# block 1

$ cat config.mk
export PLATFORM = sky130hd
export DESIGN_NAME = register_file
export DESIGN_NICKNAME = d
export VERILOG_FILES = /design/src/rtl/register_file.sv
export SDC_FILE = /design/constraint.sdc
export NUM_CORES = 2
export LEC_CHECK = 0
export CORE_MARGIN = 5
export CORE_UTILIZATION = 57
export CTS_BUF_LIST = sky130_fd_sc_hd__clkbuf_2 sky130_fd_sc_hd__clkbuf_4 sky130_fd_sc_hd__clkbuf_8
export CTS_CLUSTER_SIZE = 16
export DETAILED_ROUTE_END_ITERATION = 12
export PLACE_DENSITY_LB_ADDON = 0.2
export RECOVER_POWER = 50
export SYNTH_ARGS = -nofsm -noshare
export SYNTH_HDL_FRONTEND = slang
export SYNTH_SLANG_ARGS = --single-unit
$ cat constraint.sdc
create_clock -name clockIn -period 6.2 [get_ports clockIn]
set_input_delay 1.24 -clock clockIn [delete_from_list [all_inputs] [get_ports clockIn]]
set_output_delay 1.24 -clock clockIn [all_outputs]
set_load 0.02 [all_outputs]
$ cat src/rtl/register_file.sv
// register_file: architectural register file (x0..x31) for the RV32I
// out-of-order core. Each register carries a busy flag and the ROB tag of
// its pending producer. Commits arrive in order from the reorder buffer and
// renames come from the instruction unit. Two combinational source-read
// ports return either the value or the ROB dependency.
//
// Optional feature: define REG_FILE_BYPASS_EN to forward a matching commit
// onto the read ports in the same cycle. Without it, reads show registered
// state only.
module register_file #(
  parameter int ROB_WIDTH = 4
) (
  input  logic                 clockIn,
  input  logic                 resetIn,
  input  logic                 clear,
  input  logic                 regUpdateValid,
  input  logic [4:0]           regUpdateDest,
  input  logic [31:0]          regValue,
  input  logic [ROB_WIDTH-1:0] regUpdateRobId,
  input  logic                 renameValid,
  input  logic [4:0]           renameDest,
  input  logic [ROB_WIDTH-1:0] renameRobId,
  input  logic [4:0]           rs1,
  output logic                 rs1Busy,
  output logic [31:0]          rs1Value,
  output logic [ROB_WIDTH-1:0] rs1Dep,
  input  logic [4:0]           rs2,
  output logic                 rs2Busy,
  output logic [31:0]          rs2Value,
  output logic [ROB_WIDTH-1:0] rs2Dep
);

  // x0 is hard-wired, so storage covers x1..x31 only.
  logic [31:0]          regs [1:31];
  logic                 busy [1:31];
  logic [ROB_WIDTH-1:0] tag  [1:31];

  logic commit_en;
  logic rename_en;

  assign commit_en = regUpdateValid && (regUpdateDest != 5'd0);
  assign rename_en = renameValid && (renameDest != 5'd0) && !clear;

  // Commit writes, busy release, renames and flush.
  // NOTE: the whole array is reset here on purpose. Readers must see value 0,
  // busy 0 and tag 0 for every register right after reset, so the reset
  // cannot be left off the storage.
  always_ff @(posedge clockIn or negedge resetIn) begin
    if (!resetIn) begin
      for (int i = 1; i < 32; i++) begin
        regs[i] <= '0;
        busy[i] <= 1'b0;
        tag[i]  <= '0;
      end
    end else begin
      // NOTE: non-blocking assignments make every read below use the state
      // from before this edge. The rename assignment comes after the commit
      // release in source order, so on the same register the rename wins.
      if (commit_en) begin
        regs[regUpdateDest] <= regValue;
      end
      if (clear) begin
        // Tags are left alone. They are don't-care while a register is not busy.
        for (int i = 1; i < 32; i++) begin
          busy[i] <= 1'b0;
        end
      end else begin
        // A tag mismatch means a younger rename owns the register, so keep it busy.
        if (commit_en && busy[regUpdateDest] &&
            (tag[regUpdateDest] == regUpdateRobId)) begin
          busy[regUpdateDest] <= 1'b0;
        end
        if (rename_en) begin
          busy[renameDest] <= 1'b1;
          tag[renameDest]  <= renameRobId;
        end
      end
    end
  end

  // Source 1 lookup. It sees pre-rename state, and x0 always reads as zero.
  always_comb begin
    // NOTE: every output gets a default first, so no path infers a latch.
    rs1Busy  = 1'b0;
    rs1Value = '0;
    rs1Dep   = '0;
    if (rs1 != 5'd0) begin
      rs1Busy  = busy[rs1];
      rs1Value = regs[rs1];
      rs1Dep   = tag[rs1];
`ifdef REG_FILE_BYPASS_EN
      if (regUpdateValid && (regUpdateDest == rs1) && busy[rs1] &&
          (tag[rs1] == regUpdateRobId)) begin
        rs1Busy  = 1'b0;
        rs1Value = regValue;
      end
`endif
    end
  end

  // Source 2 lookup, same behaviour as source 1.
  always_comb begin
    rs2Busy  = 1'b0;
    rs2Value = '0;
    rs2Dep   = '0;
    if (rs2 != 5'd0) begin
      rs2Busy  = busy[rs2];
      rs2Value = regs[rs2];
      rs2Dep   = tag[rs2];
`ifdef REG_FILE_BYPASS_EN
      if (regUpdateValid && (regUpdateDest == rs2) && busy[rs2] &&
          (tag[rs2] == regUpdateRobId)) begin
        rs2Busy  = 1'b0;
        rs2Value = regValue;
      end
`endif
    end
  end

endmodule
# block 2

### src/rtl/instr_prefetch.sv
// Instruction prefetch stage: sequential word fetch, small FIFO, redirect flush.
// Define PREFETCH_STATS_EN to add saturating stat_fetched / stat_dropped counters.
module instr_prefetch #(
    parameter int ADDR_W = 16,
    parameter int DATA_W = 16,
    parameter int DEPTH = 4,
    parameter logic [ADDR_W-1:0] RESET_PC = '0
) (
    input  logic clk,
    input  logic r,
    output logic mem_req,
    output logic [ADDR_W-1:0] mem_addr,
    input  logic mem_ack,
    input  logic [DATA_W-1:0] mem_rdata,
    input  logic redirect,
    input  logic [ADDR_W-1:0] redirect_pc,
    output logic ins_valid,
    output logic [DATA_W-1:0] ins_data,
    output logic [ADDR_W-1:0] ins_pc,
    input  logic ins_ready,
`ifdef PREFETCH_STATS_EN
    output logic [15:0] stat_fetched,
    output logic [15:0] stat_dropped,
`endif
    output logic [$clog2(DEPTH):0] fill_level
);

    localparam int PW = $clog2(DEPTH);
    localparam int FW = PW + 1;
    localparam logic [FW-1:0] FULL = FW'(DEPTH);

    typedef enum logic {
        IDLE,
        WAIT
    } state_t;

    state_t state;
    logic [ADDR_W-1:0] pc;
    logic discard;

    logic [DATA_W-1:0] data_q [DEPTH];
    logic [ADDR_W-1:0] addr_q [DEPTH];
    logic [PW-1:0] wptr;
    logic [PW-1:0] rptr;
    logic [FW-1:0] count;

    logic acked;
    logic push;
    logic pop;

    assign acked = (state == WAIT) && mem_ack;
    assign push = acked && !discard && !redirect;
    assign pop = ins_valid && ins_ready && !redirect;

    assign ins_valid = (count != '0);
    assign ins_data = ins_valid ? data_q[rptr] : '0;
    assign ins_pc = ins_valid ? addr_q[rptr] : '0;
    assign fill_level = count;

    // Requests only issue from IDLE, where nothing is pending, so a free
    // slot is always reserved for the word in flight.
    always_ff @(posedge clk or negedge r) begin
        if (!r) begin
            state <= IDLE;
            pc <= RESET_PC;
            mem_req <= 1'b0;
            mem_addr <= RESET_PC;
            discard <= 1'b0;
        end else begin
            unique case (state)
                IDLE: begin
                    if (redirect) begin
                        pc <= redirect_pc;
                    end else if (count < FULL) begin
                        state <= WAIT;
                        mem_req <= 1'b1;
                        mem_addr <= pc;
                    end
                end
                WAIT: begin
                    if (mem_ack) begin
                        state <= IDLE;
                        mem_req <= 1'b0;
                        discard <= 1'b0;
                    end else if (redirect) begin
                        discard <= 1'b1;
                    end
                    if (redirect) begin
                        pc <= redirect_pc;
                    end else if (push) begin
                        pc <= pc + ADDR_W'(1);
                    end
                end
            endcase
        end
    end

    always_ff @(posedge clk or negedge r) begin
        if (!r) begin
            wptr <= '0;
            rptr <= '0;
            count <= '0;
        end else if (redirect) begin
            wptr <= '0;
            rptr <= '0;
            count <= '0;
        end else begin
            if (push) begin
                wptr <= wptr + PW'(1);
            end
            if (pop) begin
                rptr <= rptr + PW'(1);
            end
            unique case ({push, pop})
                2'b10: count <= count + FW'(1);
                2'b01: count <= count - FW'(1);
                default: count <= count;
            endcase
        end
    end

    always_ff @(posedge clk) begin
        if (push) begin
            data_q[wptr] <= mem_rdata;
            addr_q[wptr] <= mem_addr;
        end
    end

`ifdef PREFETCH_STATS_EN
    logic [FW:0] flushed;
    logic [FW:0] dropped_n;
    logic [16:0] fetched_sum;
    logic [16:0] dropped_sum;

    // A head popped in the redirect cycle was taken by the CPU, not dropped.
    always_comb begin
        flushed = '0;
        if (redirect) begin
            flushed = {1'b0, count} - {{FW{1'b0}}, ins_valid && ins_ready};
        end
        dropped_n = flushed + {{FW{1'b0}}, acked && (discard || redirect)};
    end

    assign fetched_sum = {1'b0, stat_fetched} + {16'd0, push};
    assign dropped_sum = {1'b0, stat_dropped} + 17'(dropped_n);

    always_ff @(posedge clk or negedge r) begin
        if (!r) begin
            stat_fetched <= '0;
            stat_dropped <= '0;
        end else begin
            stat_fetched <= fetched_sum[16] ? 16'hFFFF : fetched_sum[15:0];
            stat_dropped <= dropped_sum[16] ? 16'hFFFF : dropped_sum[15:0];
        end
    end
`endif

endmodule
### config.mk
export PLATFORM = sky130hd
export DESIGN_NAME = instr_prefetch
export DESIGN_NICKNAME = d
export VERILOG_FILES = /design/src/rtl/instr_prefetch.sv
export SDC_FILE = /design/constraint.sdc
export NUM_CORES = 1
export LEC_CHECK = 0
export CAP_MARGIN = 20
export CELL_PAD_IN_SITES_DETAIL_PLACEMENT = 1
export CELL_PAD_IN_SITES_GLOBAL_PLACEMENT = 2
export CORE_UTILIZATION = 35
export CTS_BUF_LIST = sky130_fd_sc_hd__clkbuf_2 sky130_fd_sc_hd__clkbuf_4 sky130_fd_sc_hd__clkbuf_8
export DETAILED_ROUTE_END_ITERATION = 7
export PLACE_DENSITY_LB_ADDON = 0.3
export SETUP_SLACK_MARGIN = 0.4
export SYNTH_ARGS = -nofsm -noshare
export SYNTH_HDL_FRONTEND = slang
export SYNTH_SLANG_ARGS = --single-unit
### constraint.sdc
create_clock -name clk -period 5.5 [get_ports clk]
set_input_delay 0.825 -clock clk [delete_from_list [all_inputs] [get_ports clk]]
set_output_delay 0.825 -clock clk [all_outputs]
set_load 0.05 [all_outputs]
**Block 2: placement by cell class**

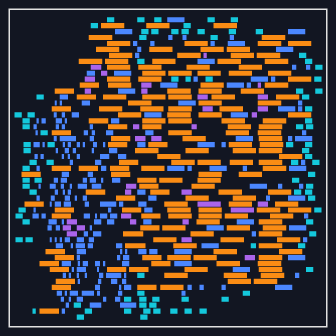
| class | color | cells | share of their area |
|---|---|---|---|
| flops | orange | 170 | 59% |
| clock drivers and dummy loads | purple | 32 | 4.9% |
| combinational and other logic | blue | 221 | 25% |
| other buffers and delay cells | cyan | 91 | 11% |
Final Util: 43.6%
register fraction of the total cell area: 56.9%

==> out/metrics.csv, block 2 <==
metric,value,unit
status,"complete, no violations",
H-tree Lvls,4,
Worst EP arrival,3.22,ns
CP endpoint kind,primary output,
met2 Use GR,26.1,%
first-pass GRT wire length,23.6,mm
Total Routing Usage GR,15.7,%
# Post-CTS Setup Buffers,0,
reg-to-reg endpoint,fill_level[2],
#MultiIn Comb,215,
Lkg Pwr,0.00286,µW
clock slew seen by the registers of the worst setup and hold paths,0.09,ns
# setup viols final,0,
GR peak layer,met2,
clock period minus worst slack,4.04,ns
worst IR drop on VDD,0.210,mV
clk root buf,clkbuf_8,
Non-clock buffers,91,
GRT overflow,0,
Core Area,0.0197,mm²
## block 2: layer usage
layer	part of all wire, %	routed length [µm]
met1	46	6960
met2	50	7530
met3	3.8	574
met4	0.67	101
met5	0	0
## block 2: power breakdown
group	switching, µW	leakage (µW)	internal, µW	total (µW)
registers	298	0.00164	1600	1900
logic	1250	0.00101	780	2030
clock network	469	0.000206	421	889
## block 2: logic make-up after synthesis
logic type	synth area share (%)
buffers and inverters	2.41
DFF	68.8
and+or+nand+nor	8.94
xor gates and xnor gates	0.493
adders and majority gates	1.16
muxes	13.1
AOI/OAI and AO/OA	5.03
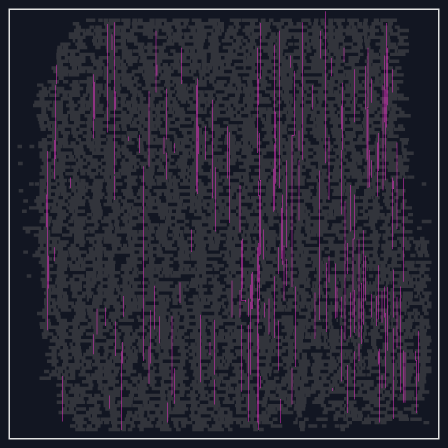
**Above:** block 1 (metal 4).
share of all routed wire: 4.2%
main direction: vertical

==> out/metrics.csv, block 1 <==
metric,value,unit
"antenna viol nets, final",0,
H-tree Lvls,4,
Reg power frac,44.5,%
"Adder Share, Synth",0,%
fin. max-slew vios,122,
highest routing layer actually used,met4,
status,"finished, violations left",
Clock Buffer Count,317,
Via density,6.99,
critical path's largest stage delay,1.05,ns
failing checks,"capacitance limit, slew limit",
WL met1,71.9,mm
#FFs+latches synth,1147,
die width,341,µm
Final Util,64.3,%
Flops,1147,
max-capacitance violation count,2,
Inst Count DP,5159,
"Power, Total",22200,µW
Fill cells,7749,
combinational share of cell area,46.4,%
## block 1: flip-flops by register name, indices dropped and copies added, names as in the netlist
name and count:
tag 124, regs 992, busy 31
## block 1: worst paths after layout
check | start | to | depth (start not counted)
setup reg to reg | tag[44] | busy[21] | 8
min in group asynchronous | resetIn | tag[9] | 1
hold reg to reg | regs[183] | regs[183] | 1
max in group asynchronous | resetIn | regs[250] | 2
setup / recovery | rs1[0] | rs1Value[18] | 7
hold / removal | regs[183] | regs[183] | 1
## block 1: cell families after synthesis
logic type	after synthesis
buf+inv	424
mux	1990
flops	1147
compound gates	149
simple gates	203
xor+xnor	3

# block 3

**Block 3: clock wiring as the flow saved it**

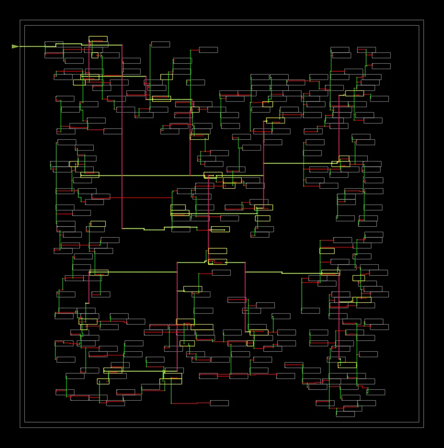

**src/rtl/spu_mux_pkg.sv**
```systemverilog
// Shared types and helpers for the SPU operand selector family.
// sel_word works on a bus padded to MAX_NUM_IN slots of MAX_WIDTH bits.
package spu_mux_pkg;

  typedef enum logic [1:0] {
    EMPTY = 2'd0,
    ONE   = 2'd1,
    FULL  = 2'd2
  } skid_state_t;

  localparam int unsigned MAX_NUM_IN = 16;
  localparam int unsigned MAX_WIDTH  = 256;
  localparam int unsigned MAX_SEL_W  = 5;

  typedef logic [MAX_NUM_IN*MAX_WIDTH-1:0] bus_t;
  typedef logic [MAX_WIDTH-1:0]            word_t;

  function automatic logic num_in_ok(input int n);
    return (n >= 2);
  endfunction

  // Out-of-range selects fall through every compare and return zero.
  function automatic word_t sel_word(input bus_t data,
                                     input logic [MAX_SEL_W-1:0] sel,
                                     input int unsigned num_in);
    word_t w;
    w = '0;
    for (int unsigned k = 0; k < MAX_NUM_IN; k++) begin
      if ((k < num_in) && (32'(sel) == k)) begin
        w = data[k*MAX_WIDTH +: MAX_WIDTH];
      end
    end
    return w;
  endfunction

endpackage

```
**src/rtl/mux_n_to_1_comb.sv**
```systemverilog
// Combinational N-to-1 word selector with out-of-range select detect.
module mux_n_to_1_comb
  import spu_mux_pkg::*;
#(
  parameter int WIDTH  = 128,
  parameter int NUM_IN = 3,
  parameter int SEL_W  = $clog2(NUM_IN)
) (
  input  logic [NUM_IN*WIDTH-1:0] data,
  input  logic [SEL_W-1:0]        sel,
  output logic [WIDTH-1:0]        word,
  output logic                    err
);

  if ((WIDTH > int'(MAX_WIDTH)) || (NUM_IN > int'(MAX_NUM_IN))) begin : g_size_chk
    $error("mux_n_to_1_comb: WIDTH or NUM_IN exceeds package limits");
  end

  bus_t bus_s;

  // Re-pack the candidates onto the package's fixed slot stride.
  always_comb begin
    bus_s = '0;
    for (int k = 0; k < NUM_IN; k++) begin
      bus_s[k*MAX_WIDTH +: WIDTH] = data[k*WIDTH +: WIDTH];
    end
  end

  assign word = WIDTH'(sel_word(bus_s, MAX_SEL_W'(sel), NUM_IN));
  assign err  = (32'(sel) >= NUM_IN);

endmodule

```
**src/rtl/mux_n_to_1_skid.sv**
```systemverilog
// Registered N-to-1 word selector with a 2-entry skid buffer on a
// valid/ready stream and a sticky out-of-range select flag.
module mux_n_to_1_skid
  import spu_mux_pkg::*;
#(
  parameter int WIDTH  = 128,
  parameter int NUM_IN = 3,
  parameter int SEL_W  = $clog2(NUM_IN)
) (
  input  logic                    clk,
  input  logic                    reset,
  input  logic [NUM_IN*WIDTH-1:0] in_data,
  input  logic [SEL_W-1:0]        in_sel,
  input  logic                    in_valid,
  output logic                    in_ready,
  output logic [WIDTH-1:0]        out_data,
  output logic                    out_valid,
  input  logic                    out_ready,
  output logic                    sel_err,
  input  logic                    err_clr
);

  if (!num_in_ok(NUM_IN)) begin : g_num_in_chk
    $error("mux_n_to_1_skid: NUM_IN must be at least 2");
  end

  skid_state_t      state_r;
  logic [WIDTH-1:0] main_r;
  logic [WIDTH-1:0] skid_r;
  logic             out_valid_r;
  logic             not_full_r;
  logic             sel_err_r;
  logic [WIDTH-1:0] word_s;
  logic             range_err_s;
  logic             accept_s;
  logic             drain_s;

  mux_n_to_1_comb #(
    .WIDTH  (WIDTH),
    .NUM_IN (NUM_IN),
    .SEL_W  (SEL_W)
  ) u_sel (
    .data (in_data),
    .sel  (in_sel),
    .word (word_s),
    .err  (range_err_s)
  );

  // in_ready comes from state only, so out_ready never reaches it combinationally.
  assign in_ready  = not_full_r & ~reset;
  assign out_valid = out_valid_r;
  assign out_data  = main_r;
  assign sel_err   = sel_err_r;
  assign accept_s  = in_valid & in_ready;
  assign drain_s   = out_valid_r & out_ready;

  // Skid FSM: main register feeds the output, skid holds the second word.
  always_ff @(posedge clk or posedge reset) begin
    if (reset) begin
      state_r     <= EMPTY;
      main_r      <= '0;
      skid_r      <= '0;
      out_valid_r <= 1'b0;
      not_full_r  <= 1'b1;
    end else begin
      case (state_r)
        EMPTY: begin
          if (accept_s) begin
            main_r      <= word_s;
            state_r     <= ONE;
            out_valid_r <= 1'b1;
          end
        end
        ONE: begin
          if (accept_s && !drain_s) begin
            skid_r     <= word_s;
            state_r    <= FULL;
            not_full_r <= 1'b0;
          end else if (accept_s) begin
            main_r <= word_s;
          end else if (drain_s) begin
            state_r     <= EMPTY;
            out_valid_r <= 1'b0;
          end
        end
        FULL: begin
          if (drain_s) begin
            main_r     <= skid_r;
            state_r    <= ONE;
            not_full_r <= 1'b1;
          end
        end
        default: begin
          state_r     <= EMPTY;
          out_valid_r <= 1'b0;
          not_full_r  <= 1'b1;
        end
      endcase
    end
  end

  // Sticky select error: a new illegal accept beats a coincident clear.
  always_ff @(posedge clk or posedge reset) begin
    if (reset) begin
      sel_err_r <= 1'b0;
    end else if (accept_s && range_err_s) begin
      sel_err_r <= 1'b1;
    end else if (err_clr) begin
      sel_err_r <= 1'b0;
    end else begin
      sel_err_r <= sel_err_r;
    end
  end

endmodule

```
**config.mk**
```make
export PLATFORM = sky130hd
export DESIGN_NAME = mux_n_to_1_skid
export DESIGN_NICKNAME = d
export VERILOG_FILES = /design/src/rtl/spu_mux_pkg.sv /design/src/rtl/mux_n_to_1_comb.sv /design/src/rtl/mux_n_to_1_skid.sv
export SDC_FILE = /design/constraint.sdc
export NUM_CORES = 1
export LEC_CHECK = 0
export CAP_MARGIN = 20
export CORE_AREA = 2 2 200 202
export CTS_CLUSTER_DIAMETER = 60
export CTS_CLUSTER_SIZE = 30
export DETAILED_ROUTE_END_ITERATION = 7
export DIE_AREA = 0 0 202 204
export GPL_TIMING_DRIVEN = 0
export PLACE_DENSITY = 0.69
export SYNTH_ARGS = -nofsm -noshare
export SYNTH_HDL_FRONTEND = slang
export SYNTH_SLANG_ARGS = --single-unit
```
**constraint.sdc**
```tcl
create_clock -name clk -period 11.9 [get_ports clk]
set_clock_uncertainty 0.15 [all_clocks]
set_input_delay 1.785 -clock clk [delete_from_list [all_inputs] [get_ports clk]]
set_output_delay 1.785 -clock clk [all_outputs]
set_load 0.02 [all_outputs]
```
# block 4

==> config.mk <==
export PLATFORM = sky130hd
export DESIGN_NAME = ndarray_slice_pipe
export DESIGN_NICKNAME = d
export VERILOG_FILES = /design/src/rtl/ndarray_slice_pkg.sv /design/src/rtl/ndarray_row_mux.sv /design/src/rtl/ndarray_slice_pipe.sv
export SDC_FILE = /design/constraint.sdc
export NUM_CORES = 1
export LEC_CHECK = 0
export CAP_MARGIN = 40
export CORE_ASPECT_RATIO = 0.75
export CORE_MARGIN = 2
export CORE_UTILIZATION = 49
export DETAILED_ROUTE_END_ITERATION = 12
export PLACE_DENSITY = 0.76
export SYNTH_ARGS = -nofsm -noshare
export SYNTH_HDL_FRONTEND = slang
export SYNTH_SLANG_ARGS = --single-unit
==> constraint.sdc <==
create_clock -name CLK -period 2.2 [get_ports CLK]
set_input_delay 0.44 -clock CLK [delete_from_list [all_inputs] [get_ports CLK]]
set_output_delay 0.44 -clock CLK [all_outputs]
set_load 0.05 [all_outputs]
==> src/rtl/ndarray_slice_pkg.sv <==
// Shared types and helpers for the n-dimensional array slice pipeline:
// out-of-range policy enum, counter width and start-index normalisation.
package ndarray_slice_pkg;

    typedef enum logic [1:0] {
        SLICE_CLAMP = 2'd0,
        SLICE_WRAP  = 2'd1,
        SLICE_ZERO  = 2'd2
    } slice_mode_e;

    localparam int OOB_CNT_W = 8;

    // Wide enough for any practical row count; callers keep the low IW bits.
    localparam int START_W = 16;

    typedef struct packed {
        logic [START_W-1:0] start;
        logic               oob;
    } norm_t;

    // Map a raw start index onto the row the window begins at, and report
    // whether the out-of-range policy had to step in.
    // CLAMP: pin to the last legal start. WRAP: reduce modulo rows, flag when
    // the index was reduced or the window runs past the last row. ZERO: keep
    // the index, flag when any window row falls beyond the array.
    function automatic norm_t normalise_index(input int unsigned xv,
                                              input int unsigned rows,
                                              input int unsigned win,
                                              input slice_mode_e   mode);
        norm_t       n;
        int unsigned lim;
        int unsigned xr;
        lim     = rows - win;
        xr      = xv % rows;
        n.start = START_W'(xv);
        n.oob   = 1'b0;
        case (mode)
            SLICE_CLAMP: begin
                if (xv > lim) begin
                    n.start = START_W'(lim);
                    n.oob   = 1'b1;
                end
            end
            SLICE_WRAP: begin
                n.start = START_W'(xr);
                n.oob   = (xv >= rows) || ((xr + win) > rows);
            end
            SLICE_ZERO: begin
                n.oob = ((xv + win) > rows);
            end
            default: begin
                n.oob = 1'b0;
            end
        endcase
        return n;
    endfunction

endpackage

==> src/rtl/ndarray_row_mux.sv <==
// Combinational window selector: picks WIN consecutive rows of the staged
// array starting at an already-normalised start row.
module ndarray_row_mux
    import ndarray_slice_pkg::*;
#(
    parameter int          ROWS = 6,
    parameter int          COLS = 3,
    parameter int          EW   = 2,
    parameter int          WIN  = 2,
    parameter int          IW   = $clog2(ROWS) + 1,
    parameter slice_mode_e MODE = SLICE_CLAMP
) (
    input  logic [ROWS*COLS*EW-1:0] arr,
    input  logic [IW-1:0]           start,
    output logic [WIN*COLS*EW-1:0]  win
);

    localparam int RW = COLS * EW;

    // Row k of the window is array row start+k, folded back to row 0 in WRAP
    // mode; rows past the end stay zero (only reachable in ZERO mode).
    always_comb begin
        int sel;
        win = '0;
        sel = 0;
        for (int k = 0; k < WIN; k++) begin
            sel = int'(start) + k;
            if (MODE == SLICE_WRAP && sel >= ROWS) begin
                sel = sel - ROWS;
            end
            for (int r = 0; r < ROWS; r++) begin
                if (sel == r) begin
                    win[k*RW +: RW] = arr[r*RW +: RW];
                end
            end
        end
    end

endmodule

==> src/rtl/ndarray_slice_pipe.sv <==
// Two-stage valid/ready pipeline selecting a dynamically positioned window
// of rows from a packed ROWS x COLS x EW array, with out-of-range handling
// and a saturating count of out-of-range transfers.
module ndarray_slice_pipe
    import ndarray_slice_pkg::*;
#(
    parameter int ROWS = 6,
    parameter int COLS = 3,
    parameter int EW   = 2,
    parameter int WIN  = 2,
    parameter int MODE = 0,
    parameter int IW   = $clog2(ROWS) + 1
) (
    input  logic                    CLK,
    input  logic                    ASYNCRESETN,
    input  logic                    in_valid,
    output logic                    in_ready,
    input  logic [ROWS*COLS*EW-1:0] I,
    input  logic [IW-1:0]           x,
    output logic                    out_valid,
    input  logic                    out_ready,
    output logic [WIN*COLS*EW-1:0]  O,
    output logic                    oob,
    output logic [OOB_CNT_W-1:0]    oob_count
);

    localparam slice_mode_e MODE_E = slice_mode_e'(MODE[1:0]);

    function automatic logic [OOB_CNT_W-1:0] sat_inc(input logic [OOB_CNT_W-1:0] v);
        return (&v) ? v : v + 1'b1;
    endfunction

    logic                    s1_adv;
    logic                    s2_adv;
    logic                    in_fire;
    norm_t                   norm_in;
    logic                    unused_start_hi;

    logic                    vld_p1;
    logic [ROWS*COLS*EW-1:0] arr_p1;
    logic [IW-1:0]           start_p1;
    logic                    oob_p1;
    logic [WIN*COLS*EW-1:0]  win_p1;

    logic                    vld_p2;
    logic [WIN*COLS*EW-1:0]  o_p2;
    logic                    oob_p2;
    logic [OOB_CNT_W-1:0]    cnt;

    // A stage may load when it is empty or its contents move on this cycle.
    assign s2_adv   = !vld_p2 || out_ready;
    assign s1_adv   = !vld_p1 || s2_adv;
    assign in_ready = s1_adv;
    assign in_fire  = in_valid && s1_adv;

    assign norm_in         = normalise_index(32'(x), ROWS, WIN, MODE_E);
    assign unused_start_hi = ^norm_in.start[START_W-1:IW];

    // ---- stage S1: raw array, normalised start, oob flag ----

    // S1 occupancy; cleared by reset so in-flight data is dropped.
    always_ff @(posedge CLK or negedge ASYNCRESETN) begin
        if (!ASYNCRESETN) begin
            vld_p1 <= 1'b0;
        end else if (s1_adv) begin
            vld_p1 <= in_valid;
        end
    end

    // S1 payload; qualified by vld_p1 so it needs no reset.
    always_ff @(posedge CLK) begin
        if (in_fire) begin
            arr_p1   <= I;
            start_p1 <= norm_in.start[IW-1:0];
            oob_p1   <= norm_in.oob;
        end
    end

    // Count every accepted transfer that needed the out-of-range policy.
    always_ff @(posedge CLK or negedge ASYNCRESETN) begin
        if (!ASYNCRESETN) begin
            cnt <= '0;
        end else if (in_fire && norm_in.oob) begin
            cnt <= sat_inc(cnt);
        end
    end

    ndarray_row_mux #(
        .ROWS (ROWS),
        .COLS (COLS),
        .EW   (EW),
        .WIN  (WIN),
        .IW   (IW),
        .MODE (MODE_E)
    ) u_row_mux (
        .arr   (arr_p1),
        .start (start_p1),
        .win   (win_p1)
    );

    // ---- stage S2: selected window and its oob flag ----

    // S2 register; holds while the consumer stalls, zeroed on reset.
    always_ff @(posedge CLK or negedge ASYNCRESETN) begin
        if (!ASYNCRESETN) begin
            vld_p2 <= 1'b0;
            o_p2   <= '0;
            oob_p2 <= 1'b0;
        end else if (s2_adv) begin
            vld_p2 <= vld_p1;
            if (vld_p1) begin
                o_p2   <= win_p1;
                oob_p2 <= oob_p1;
            end
        end
    end

    assign out_valid = vld_p2;
    assign O         = o_p2;
    assign oob       = oob_p2;
    assign oob_count = cnt;

endmodule

# block 5

**src/rtl/instr_sequencer.sv**
```systemverilog
// Program sequencer: runs a prologue once, then repeats a loop body n_iter times,
// presenting each fetched instruction to the decoder as a one-cycle registered issue.
module instr_sequencer #(
    parameter int ADDR_W     = 4,
    parameter int LOOP_START = 2,
    parameter int PROG_END   = 4
) (
    input  logic              clk,
    input  logic              rst_n,
    input  logic              start,
    input  logic [7:0]        n_iter,
    input  logic              hold,
    output logic [ADDR_W-1:0] imem_addr,
    input  logic [6:0]        imem_data,
    output logic [2:0]        op_code,
    output logic [1:0]        opr1,
    output logic [1:0]        opr2,
    output logic              issue,
    output logic              busy,
    output logic              done,
    output logic [7:0]        iter_left,
    output logic [1:0]        dbg_state
);

    typedef enum logic [1:0] {
        IDLE  = 2'd0,
        FETCH = 2'd1,
        EXEC  = 2'd2,
        DONE  = 2'd3
    } state_t;

    localparam logic [ADDR_W-1:0] LS_ADDR  = ADDR_W'(LOOP_START);
    localparam logic [ADDR_W-1:0] PRE_LAST = ADDR_W'(LOOP_START - 1);
    localparam logic [ADDR_W-1:0] PE_ADDR  = ADDR_W'(PROG_END);

    state_t            state_q, state_d;
    logic [ADDR_W-1:0] pc_q, pc_d;
    logic [7:0]        iter_q, iter_d;
    logic [2:0]        op_q, op_d;
    logic [1:0]        opr1_q, opr1_d;
    logic [1:0]        opr2_q, opr2_d;
    logic              issue_q, issue_d;
    logic              done_q, done_d;

    always_ff @(posedge clk) begin
        if (!rst_n) begin
            state_q <= IDLE;
            pc_q    <= '0;
            iter_q  <= '0;
            op_q    <= '0;
            opr1_q  <= '0;
            opr2_q  <= '0;
            issue_q <= 1'b0;
            done_q  <= 1'b0;
        end else begin
            state_q <= state_d;
            pc_q    <= pc_d;
            iter_q  <= iter_d;
            op_q    <= op_d;
            opr1_q  <= opr1_d;
            opr2_q  <= opr2_d;
            issue_q <= issue_d;
            done_q  <= done_d;
        end
    end

    always_comb begin
        state_d = state_q;
        pc_d    = pc_q;
        iter_d  = iter_q;
        op_d    = '0;
        opr1_d  = '0;
        opr2_d  = '0;
        issue_d = 1'b0;
        done_d  = 1'b0;
        case (state_q)
            IDLE: begin
                // The done pulse lands in the first IDLE cycle; it still belongs to the
                // finished run, so a start seen alongside it is not a new request.
                if (start && !done_q) begin
                    pc_d    = '0;
                    iter_d  = n_iter;
                    state_d = FETCH;
                end
            end
            FETCH: begin
                if (!hold) state_d = EXEC;
            end
            EXEC: begin
                issue_d = 1'b1;
                op_d    = imem_data[6:4];
                opr1_d  = imem_data[3:2];
                opr2_d  = imem_data[1:0];
                if (pc_q == PRE_LAST && iter_q == 8'd0) begin
                    state_d = DONE;
                end else if (pc_q == PE_ADDR) begin
                    if (iter_q > 8'd1) begin
                        iter_d  = iter_q - 8'd1;
                        pc_d    = LS_ADDR;
                        state_d = FETCH;
                    end else begin
                        iter_d  = 8'd0;
                        state_d = DONE;
                    end
                end else begin
                    pc_d    = pc_q + ADDR_W'(1);
                    state_d = FETCH;
                end
            end
            DONE: begin
                done_d  = 1'b1;
                state_d = IDLE;
            end
            default: state_d = IDLE;
        endcase
    end

    assign imem_addr = pc_q;
    assign op_code   = op_q;
    assign opr1      = opr1_q;
    assign opr2      = opr2_q;
    assign issue     = issue_q;
    assign done      = done_q;
    assign iter_left = iter_q;
    assign busy      = (state_q == FETCH) || (state_q == EXEC);
    assign dbg_state = state_q;

endmodule
```
**config.mk**
```make
export PLATFORM = sky130hd
export DESIGN_NAME = instr_sequencer
export DESIGN_NICKNAME = d
export VERILOG_FILES = /design/src/rtl/instr_sequencer.sv
export SDC_FILE = /design/constraint.sdc
export NUM_CORES = 1
export LEC_CHECK = 0
export ABC_AREA = 1
export CORE_MARGIN = 3
export CORE_UTILIZATION = 49
export CTS_CLUSTER_DIAMETER = 30
export DETAILED_ROUTE_END_ITERATION = 8
export GPL_TIMING_DRIVEN = 0
export MAX_ROUTING_LAYER = met4
export PLACE_DENSITY = 0.81
export SLEW_MARGIN = 5
export SYNTH_ARGS = -nofsm -noshare
export SYNTH_HDL_FRONTEND = slang
export SYNTH_SLANG_ARGS = --single-unit
```
**constraint.sdc**
```tcl
create_clock -name clk -period 2.5 [get_ports clk]
set_input_delay 0.5 -clock clk [delete_from_list [all_inputs] [get_ports clk]]
set_output_delay 0.5 -clock clk [all_outputs]
set_load 0.01 [all_outputs]
```
# block 6

File: src/rtl/coin_input_conditioner.sv
// coin_input_conditioner
//   Front end for the vending machine controller. Every raw sensor and button
//   line is synchronised and debounced. Buttons become one-cycle pulses.
//   Coins are queued per denomination and replayed one at a time through a
//   small emit FSM, so the controller never sees two coins in the same cycle.
//
//   Optional feature: define JAM_DETECT_EN to enable per-coin hold counters.
//   These set a sticky JAM flag and block further coin acceptance.
//
// Ports
//   CLOCK                 in   system clock, rising-edge active
//   nRESET                in   synchronous active-low reset
//   RAW_COIN_1/5/10       in   asynchronous coin sensor lines
//   RAW_START/OK/SELECT   in   asynchronous push-button lines
//   COIN_1/5/10           out  one-cycle pulse per accepted coin, never overlapping
//   START/OK/SELECT       out  one-cycle pulse per debounced press
//   COIN_OVF              out  one-cycle pulse when a coin is dropped on a full queue
//   JAM                   out  sticky jam flag (0 unless JAM_DETECT_EN)
module coin_input_conditioner #(
  parameter int DEBOUNCE_CYCLES = 4,
  parameter int PEND_MAX        = 3,
  parameter int GAP_CYCLES      = 1,
  parameter int JAM_CYCLES      = 64
) (
  input  logic CLOCK,
  input  logic nRESET,
  input  logic RAW_COIN_1,
  input  logic RAW_COIN_5,
  input  logic RAW_COIN_10,
  input  logic RAW_START,
  input  logic RAW_OK,
  input  logic RAW_SELECT,
  output logic COIN_1,
  output logic COIN_5,
  output logic COIN_10,
  output logic START,
  output logic OK,
  output logic SELECT,
  output logic COIN_OVF,
  output logic JAM
);

  localparam int CNT_W = $clog2(DEBOUNCE_CYCLES);
  localparam int GAP_W = $clog2(GAP_CYCLES + 1);

  if (DEBOUNCE_CYCLES < 2 || GAP_CYCLES < 1 || PEND_MAX < 1 || PEND_MAX > 3 ||
      JAM_CYCLES < 1) begin : g_bad_params
    $error("coin_input_conditioner: parameter out of range");
  end

  typedef enum logic [1:0] {IDLE, EMIT, GAP} state_t;

  // Channel order: [0]=coin1 [1]=coin5 [2]=coin10 [3]=start [4]=ok [5]=select
  logic [5:0]       raw;
  logic [5:0]       sync_p0, sync_p1;
  logic [5:0]       db, db_d;
  logic [5:0]       rise;
  logic [CNT_W-1:0] cnt [6];

  logic [1:0]       pend [3];
  logic [2:0]       acc, deq, drop, pick, sel;
  logic [2:0]       btn;
  logic             ovf;
  logic             jam;
  logic [GAP_W-1:0] gap_cnt;
  state_t           state, state_next;

  assign raw = {RAW_SELECT, RAW_OK, RAW_START, RAW_COIN_10, RAW_COIN_5, RAW_COIN_1};

  // Stage 0/1: two-flop synchroniser, then debounce on the second flop
  always_ff @(posedge CLOCK) begin
    if (!nRESET) begin
      sync_p0 <= '0;
      sync_p1 <= '0;
      db      <= '0;
      db_d    <= '0;
      for (int i = 0; i < 6; i++) cnt[i] <= '0;
    end else begin
      sync_p0 <= raw;
      sync_p1 <= sync_p0;
      db_d    <= db;
      for (int i = 0; i < 6; i++) begin
        if (sync_p1[i] != db[i]) begin
          if (cnt[i] == CNT_W'(DEBOUNCE_CYCLES - 1)) begin
            db[i]  <= sync_p1[i];
            cnt[i] <= '0;
          end else begin
            cnt[i] <= cnt[i] + 1'b1;
          end
        end else begin
          cnt[i] <= '0;
        end
      end
    end
  end

  assign rise = db & ~db_d;

`ifdef JAM_DETECT_EN
  localparam int JAM_W = $clog2(JAM_CYCLES + 1);
  logic [JAM_W-1:0] hold [3];

  // Hold counters measure how long each debounced coin line has stayed high
  always_ff @(posedge CLOCK) begin
    if (!nRESET) begin
      jam <= 1'b0;
      for (int k = 0; k < 3; k++) hold[k] <= '0;
    end else begin
      for (int k = 0; k < 3; k++) begin
        if (!db[k])                                  hold[k] <= '0;
        else if (hold[k] != JAM_W'(JAM_CYCLES))      hold[k] <= hold[k] + 1'b1;
        if (hold[k] == JAM_W'(JAM_CYCLES))           jam     <= 1'b1;
      end
    end
  end
`else
  assign jam = 1'b0;
`endif

  // Fixed priority 10 > 5 > 1 over non-empty queues
  always_comb begin
    pick = 3'b000;
    if (pend[2] != 2'd0)      pick = 3'b100;
    else if (pend[1] != 2'd0) pick = 3'b010;
    else if (pend[0] != 2'd0) pick = 3'b001;
  end

  assign acc  = rise[2:0] & {3{~jam}};
  assign deq  = (state == IDLE) ? pick : 3'b000;
  // A dequeue on the same queue frees the slot, so the coin is kept
  assign drop = acc & ~deq &
                {pend[2] == 2'(PEND_MAX), pend[1] == 2'(PEND_MAX), pend[0] == 2'(PEND_MAX)};

  always_ff @(posedge CLOCK) begin
    if (!nRESET) state <= IDLE;
    else         state <= state_next;
  end

  always_comb begin
    state_next = state;
    case (state)
      IDLE:    if (pick != 3'b000) state_next = EMIT;
      EMIT:    state_next = GAP;
      GAP:     if (gap_cnt == GAP_W'(GAP_CYCLES - 1)) state_next = IDLE;
      default: state_next = IDLE;
    endcase
  end

  // Stage 2: queues, emit bookkeeping and registered pulses
  always_ff @(posedge CLOCK) begin
    if (!nRESET) begin
      sel     <= '0;
      gap_cnt <= '0;
      ovf     <= 1'b0;
      btn     <= '0;
      for (int k = 0; k < 3; k++) pend[k] <= '0;
    end else begin
      if (state == IDLE && pick != 3'b000) sel <= pick;
      gap_cnt <= (state == GAP) ? gap_cnt + 1'b1 : '0;
      ovf     <= |drop;
      btn     <= rise[5:3];
      for (int k = 0; k < 3; k++) begin
        if (acc[k] && !deq[k] && !drop[k]) pend[k] <= pend[k] + 1'b1;
        else if (deq[k] && !acc[k])        pend[k] <= pend[k] - 1'b1;
      end
    end
  end

  assign {COIN_10, COIN_5, COIN_1} = (state == EMIT) ? sel : 3'b000;
  assign {SELECT, OK, START}       = btn;
  assign COIN_OVF                  = ovf;
  assign JAM                       = jam;

endmodule

File: config.mk
export PLATFORM = sky130hd
export DESIGN_NAME = coin_input_conditioner
export DESIGN_NICKNAME = d
export VERILOG_FILES = /design/src/rtl/coin_input_conditioner.sv
export SDC_FILE = /design/constraint.sdc
export NUM_CORES = 1
export LEC_CHECK = 0
export CELL_PAD_IN_SITES_DETAIL_PLACEMENT = 1
export CELL_PAD_IN_SITES_GLOBAL_PLACEMENT = 1
export CORE_ASPECT_RATIO = 0.5
export CORE_UTILIZATION = 35
export DETAILED_ROUTE_END_ITERATION = 12
export PLACE_DENSITY = 0.69
export SYNTH_ARGS = -nofsm -noshare
export SYNTH_HDL_FRONTEND = slang
export SYNTH_SLANG_ARGS = --single-unit
export TNS_END_PERCENT = 20
File: constraint.sdc
create_clock -name CLOCK -period 3.7 [get_ports CLOCK]
set_clock_uncertainty 0.2 [all_clocks]
set_input_delay 0.37 -clock CLOCK [delete_from_list [all_inputs] [get_ports CLOCK]]
set_output_delay 0.37 -clock CLOCK [all_outputs]
set_load 0.02 [all_outputs]
**Block 6: wire density map**

24 x 12 tiles, from dark blue (low) to red (high), scaled to the fullest tile. Values are wire area over tile area, all layers added.
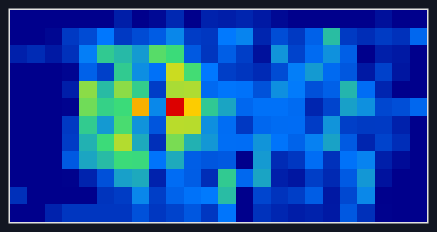
emptiest ninth of the die: lower right
fullest tile: 0.53
densest ninth of the die: center
wire length per cell: 13.5 µm
Total Routing Usage GR: 14.3%
routed wire length: 4.36 mm
vias: 1,564

==> out/metrics.csv, block 6 <==
metric,value,unit
Unique cell types,54,
combinational share of cell area,40.1,%
Commonest flop,dfxtp_1,
initial antenna violation count,0,
GR peak layer,met2,
hold-critical path depth,1,
CTS tree,yes,
Final Util,43.6,%
Detail Placement HPWL,3.10,mm
Tap Cells,88,
Initial DRC Count,75,
Setup crit start kind,flip-flop,
worst min path class,reg2reg,
die width,118,µm
layout cells sized above 1,8.51,%
"Power, Total",1580,µW
largest net degree at the start of global routing,53,
#FFs+latches synth,52,
clock slew seen by the registers of the worst setup and hold paths,0.07,ns
RePlAce Congestion,0.772,
synthesized cell area,0.00236,mm²
simple share,24.0,%
status,"complete, no violations",
CP Class,reg2reg,
Log Warnings,27,
Worst EP arrival,2.22,ns
[block 6: cells in the mapped netlist (all sizes together) (2+ instances only)]
library cell  count  area (µm²)
a21boi            3        22.5
a21oi             6        30.0
and2             23         145
and4b             2        20.0
buf               3        23.8
clkbuf            8        40.0
conb              2        7.51
dfxtp            34         681
edfxtp           18         541
ha                8         100
inv               5        18.8
mux2i             7        70.1
nand2            13        48.8
nand3             4        20.0
nor2              8        30.0
nor2b            12        75.1
nor4b             4        35.0
nor4bb            7        70.1
o211ai            4        30.0
o21a              2        15.0
o21ai             3        15.0
or2               2        12.5
or2b              3        25.0
xnor2             5        43.8
xor2              4        35.0
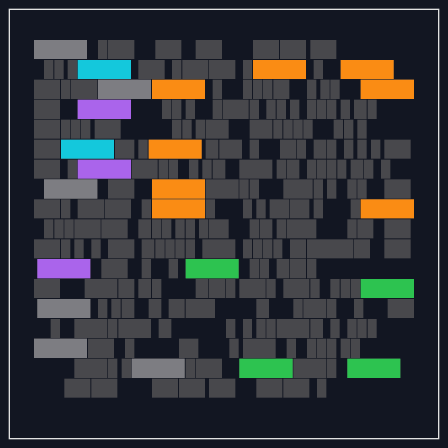
**Above:** block 5 (sequential cells grouped by signal name).
Other sequential cells in the stronger gray, the rest of the logic in the fainter gray.
| signal | color | placed flops |
|---|---|---|
| imem_addr | green | 4 |
| opr2 | cyan | 2 |
| iter_left | orange | 8 |
| op_code | purple | 3 |

==> out/metrics.csv, block 5 <==
metric,value,unit
"CP delay by family, top",buffers and inverters,
Fin Clk Skew,0.00989,ns
vertical die size,58.4,µm
Syn Inst Count,205,
DR DRC count,0,
max-capacitance violation count,0,
highest routing layer actually used,met4,
power per cell area,1090,mW/mm²
status,"complete, no violations",
Log Warnings,33,
CP endpoint,busy,
MUX area fraction,0,%
Synth top cells by count,"nand2_1, nor2_1, inv_1, dfxtp_1, ha_1",
worst slew pin tran,0.484,ns
GRT overflow,0,
Inst Count DP,277,
area grow syn2layout,36.2,%
Placed Area,0.00181,mm²
"Adder Share, Synth",9.29,%
Top non-seq family,simple AND/OR/NAND/NOR gates,
Fill cells,219,
CP bufs+invs,2,
layout cells sized above 1,5.58,%
## block 5: power by group through the flow
stage	logic [µW]	registers, µW	clock network, µW
floorplan	798	621	0
global placement	1220	589	0
detailed placement	1240	590	0
CTS	1250	582	190
global route	1420	601	199
finish	1240	582	181
## block 5: flip-flops by register name, summed over array words and instances (netlist names)
signal and count:
issue 1, dbg_state 2, opr2 2, opr1 2, iter_left 8, op_code 3
done 1, imem_addr 4
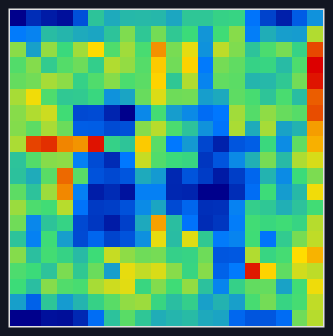
**Above:** block 3 (wire density map).
20 x 20 tiles, from dark blue (low) to red (high), scaled to the fullest tile. Values are wire area over tile area, all layers added.
nearly empty tiles: 1.5%
tiles over half the peak: 43%
emptiest ninth of the die: center
fullest tile: 0.48

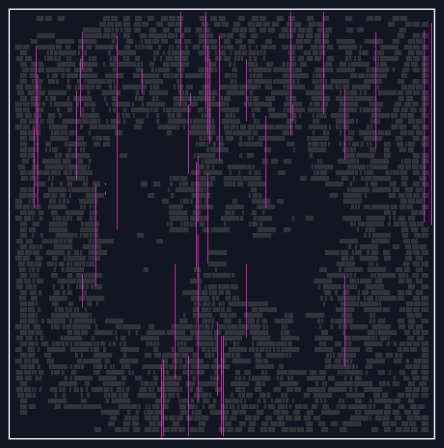
**Above:** block 3 (metal 4).
longest straight run: 95.9 µm
share of all routed wire: 3.2%
wire length on this layer: 1,710 µm
main direction: vertical

## Picture notes: 'clock wiring as the flow saved it' of block 3
# clock sinks: 261
clk ins delay skew pair: 0.55 ns
total CTS buffers: 24
P_clk: 901 µW
Clock Buffer Count: 27

==> out/metrics.csv, block 3 <==
metric,value,unit
status,"complete, no violations",
met3 GRT Util,5.98,%
vias,13600,
hold-critical path depth,2,
FMAX,0.195,GHz
vias in the first global route,13800,
layout cells sized above 1,6.14,%
# setup viols final,0,
clock period minus worst slack,5.14,ns
Hold EP,skid_r[47],
GR peak layer,met2,
CP endpoint kind,primary output,
Comb power frac,13.4,%
initial antenna violation count,8,
Fill cells,3612,
Crit. Startpoint,reset,
Syn Area/Cell,9.58,µm²
Detail Placement HPWL,40.0,mm
Commonest flop,dfrtp_1,
logic area,0.00638,mm²
largest net degree at the start of global routing,109,
chip area,0.0412,mm²
"Adder Share, Synth",0,%
#FFs+latches synth,261,
Via density,5.37,
switching pwr,567,µW
Placed Area,0.0197,mm²
DR DRC count,0,
area grow syn2layout,50.0,%
[block 3: critical path: stages]
cell and delay (ns):
clkdlybuf4s50_1 0.55, nor2b_1 0.19, clkdlybuf4s50_1 0.68
[block 3: final cells by class]
type | count | share of cell area [%]
Timing Repair Buffer | 522 | 25.5
Clock inverter | 17 | 1.41
Clock buffer | 27 | 3.17
Sequential cell | 261 | 31.7
Tap cell | 525 | 3.18
Multi-Input combinational cell | 1032 | 30.9
Antenna cell | 4 | 0.0485
Inverter | 3 | 0.0910
Buffer | 140 | 4.00
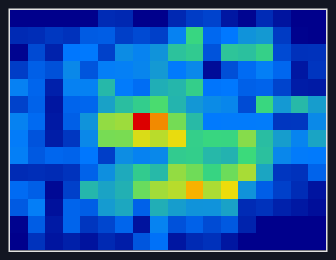
**Above:** block 4 (wire density map).
18 x 14 tiles, from dark blue (low) to red (high), scaled to the fullest tile. Values are wire area over tile area, all layers added.
mean over tiles: 0.16
tiles over half the peak: 8.7%
densest ninth of the die: center
nearly empty tiles: 9.9%
fullest tile: 0.65

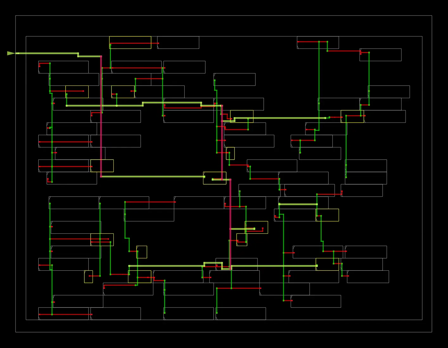
**Above:** block 4 (clock wiring as the flow saved it).
Clock Buffer Count: 12
Flops: 64
clk ins delay skew pair: 0.34 ns
# clock sinks: 64

==> out/metrics.csv, block 4 <==
metric,value,unit
Unique cell types,43,
worst min path class,reg2reg,
Top non-seq family,simple AND/OR/NAND/NOR gates,
Top Consumer,sequential cells,
synthesized cell area,0.00284,mm²
post-synthesis cell type with the largest combined area,edfxtp_1,
Core Area,0.00547,mm²
clock period minus worst slack,2.06,ns
P_clk,981,µW
Initial DRC Count,185,
Final Util,69.6,%
Worst EP required,1.76,ns
Clock Path Buffers,2,
status,"complete, no violations",
yosys warning tally,0,
CTS tree,yes,
"Seq share, synth",63.7,%
DR DRC count,0,
R2R setup slack,0.39,ns
worst slew pin tran,0.580,ns
Crit. Startpoint,oob_count[3],
vias in the first global route,1867,
PnR worst setup slack,0.142,ns
-- block 4: routing by layer --
metal	global-route usage, %	share of wire, %
met2	28.9	45
met3	10.1	11
met1	27.2	44
met5	0	0
met4	5.31	1.0
-- block 4: cells by family (layout without fill, tap and decap cells) --
family,after synthesis,after routing
compound gates,47,47
xor+xnor,7,7
fa+ha+maj,1,1
buf+inv,16,94
flops,64,64
mux,13,13
other cells,1,1
simple gates,83,83
-- block 4: flip-flops by register name, indices dropped and copies added (netlist names) --
register and flops:
oob_count 8, oob_p1 1, start_p1 4, oob 1, arr_p1 36, out_valid 1, O 12, vld_p1 1

## Gallery

Placement by cell class.
image #1
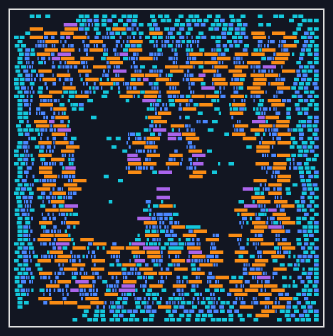
image #2
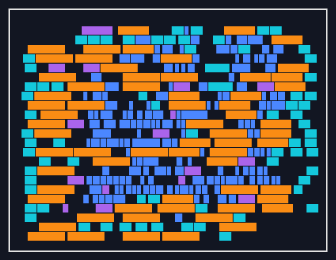
image #3
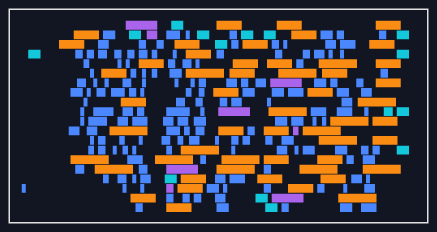
image #4
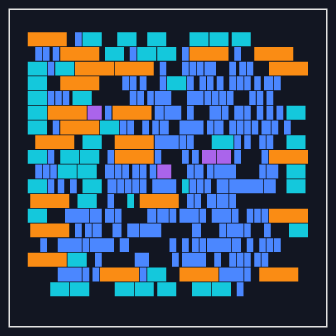
block 4 -> image #2
block 3 -> image #1
block 6 -> image #3
block 5 -> image #4
The one with the fewest sequential cells is image #4.

Key to image #2:
| class | color | cells | share of their area |
|---|---|---|---|
| flops | orange | 64 | 49% |
| combinational and other logic | blue | 159 | 27% |
| other buffers and delay cells | cyan | 71 | 19% |
| clock drivers and dummy loads | purple | 16 | 5.4% |



==> screenshots <==
Sequential cells grouped by signal name.
Other sequential cells in the stronger gray, the rest of the logic in the fainter gray.
Plate I
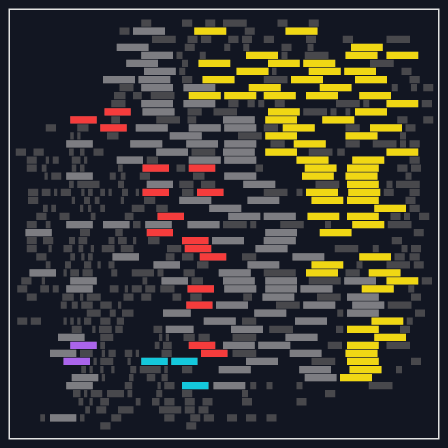
Plate II
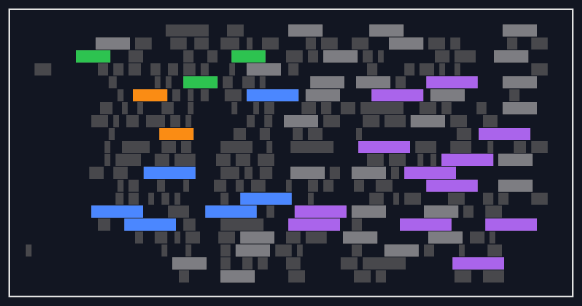
Plate III
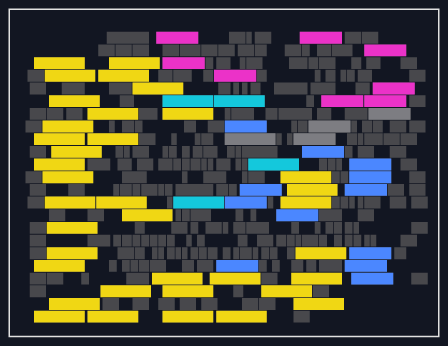
block 6: Plate II
block 4: Plate III
block 2: Plate I


==> gallery <==
Wire density map.
(a)
34 x 34 tiles, from dark blue (low) to red (high), scaled to the fullest tile. Values are wire area over tile area, all layers added.
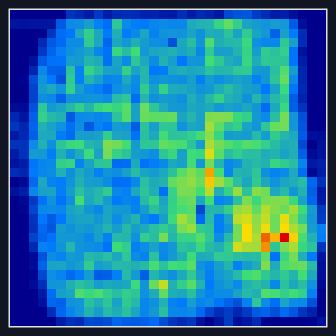
(b)
12 x 12 tiles, from dark blue (low) to red (high), scaled to the fullest tile. Values are wire area over tile area, all layers added.
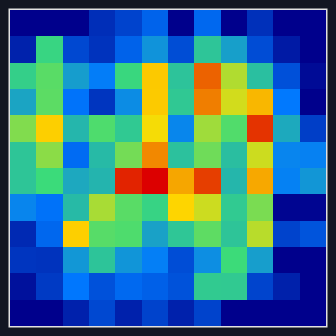
(c)
29 x 29 tiles, from dark blue (low) to red (high), scaled to the fullest tile. Values are wire area over tile area, all layers added.
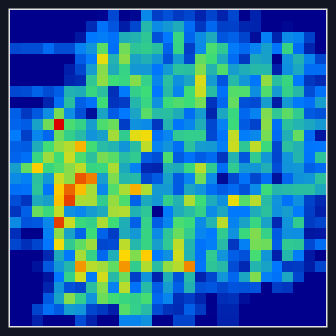
block 1 -> (a)
block 2 -> (c)
block 5 -> (b)

Key to (b):
nearly empty tiles: 14%
emptiest ninth of the die: lower right
mean over tiles: 0.13
densest ninth of the die: center
tiles over half the peak: 25%
fullest tile: 0.39

Power figures rest on the tool's default switching activity, not on a simulated workload.
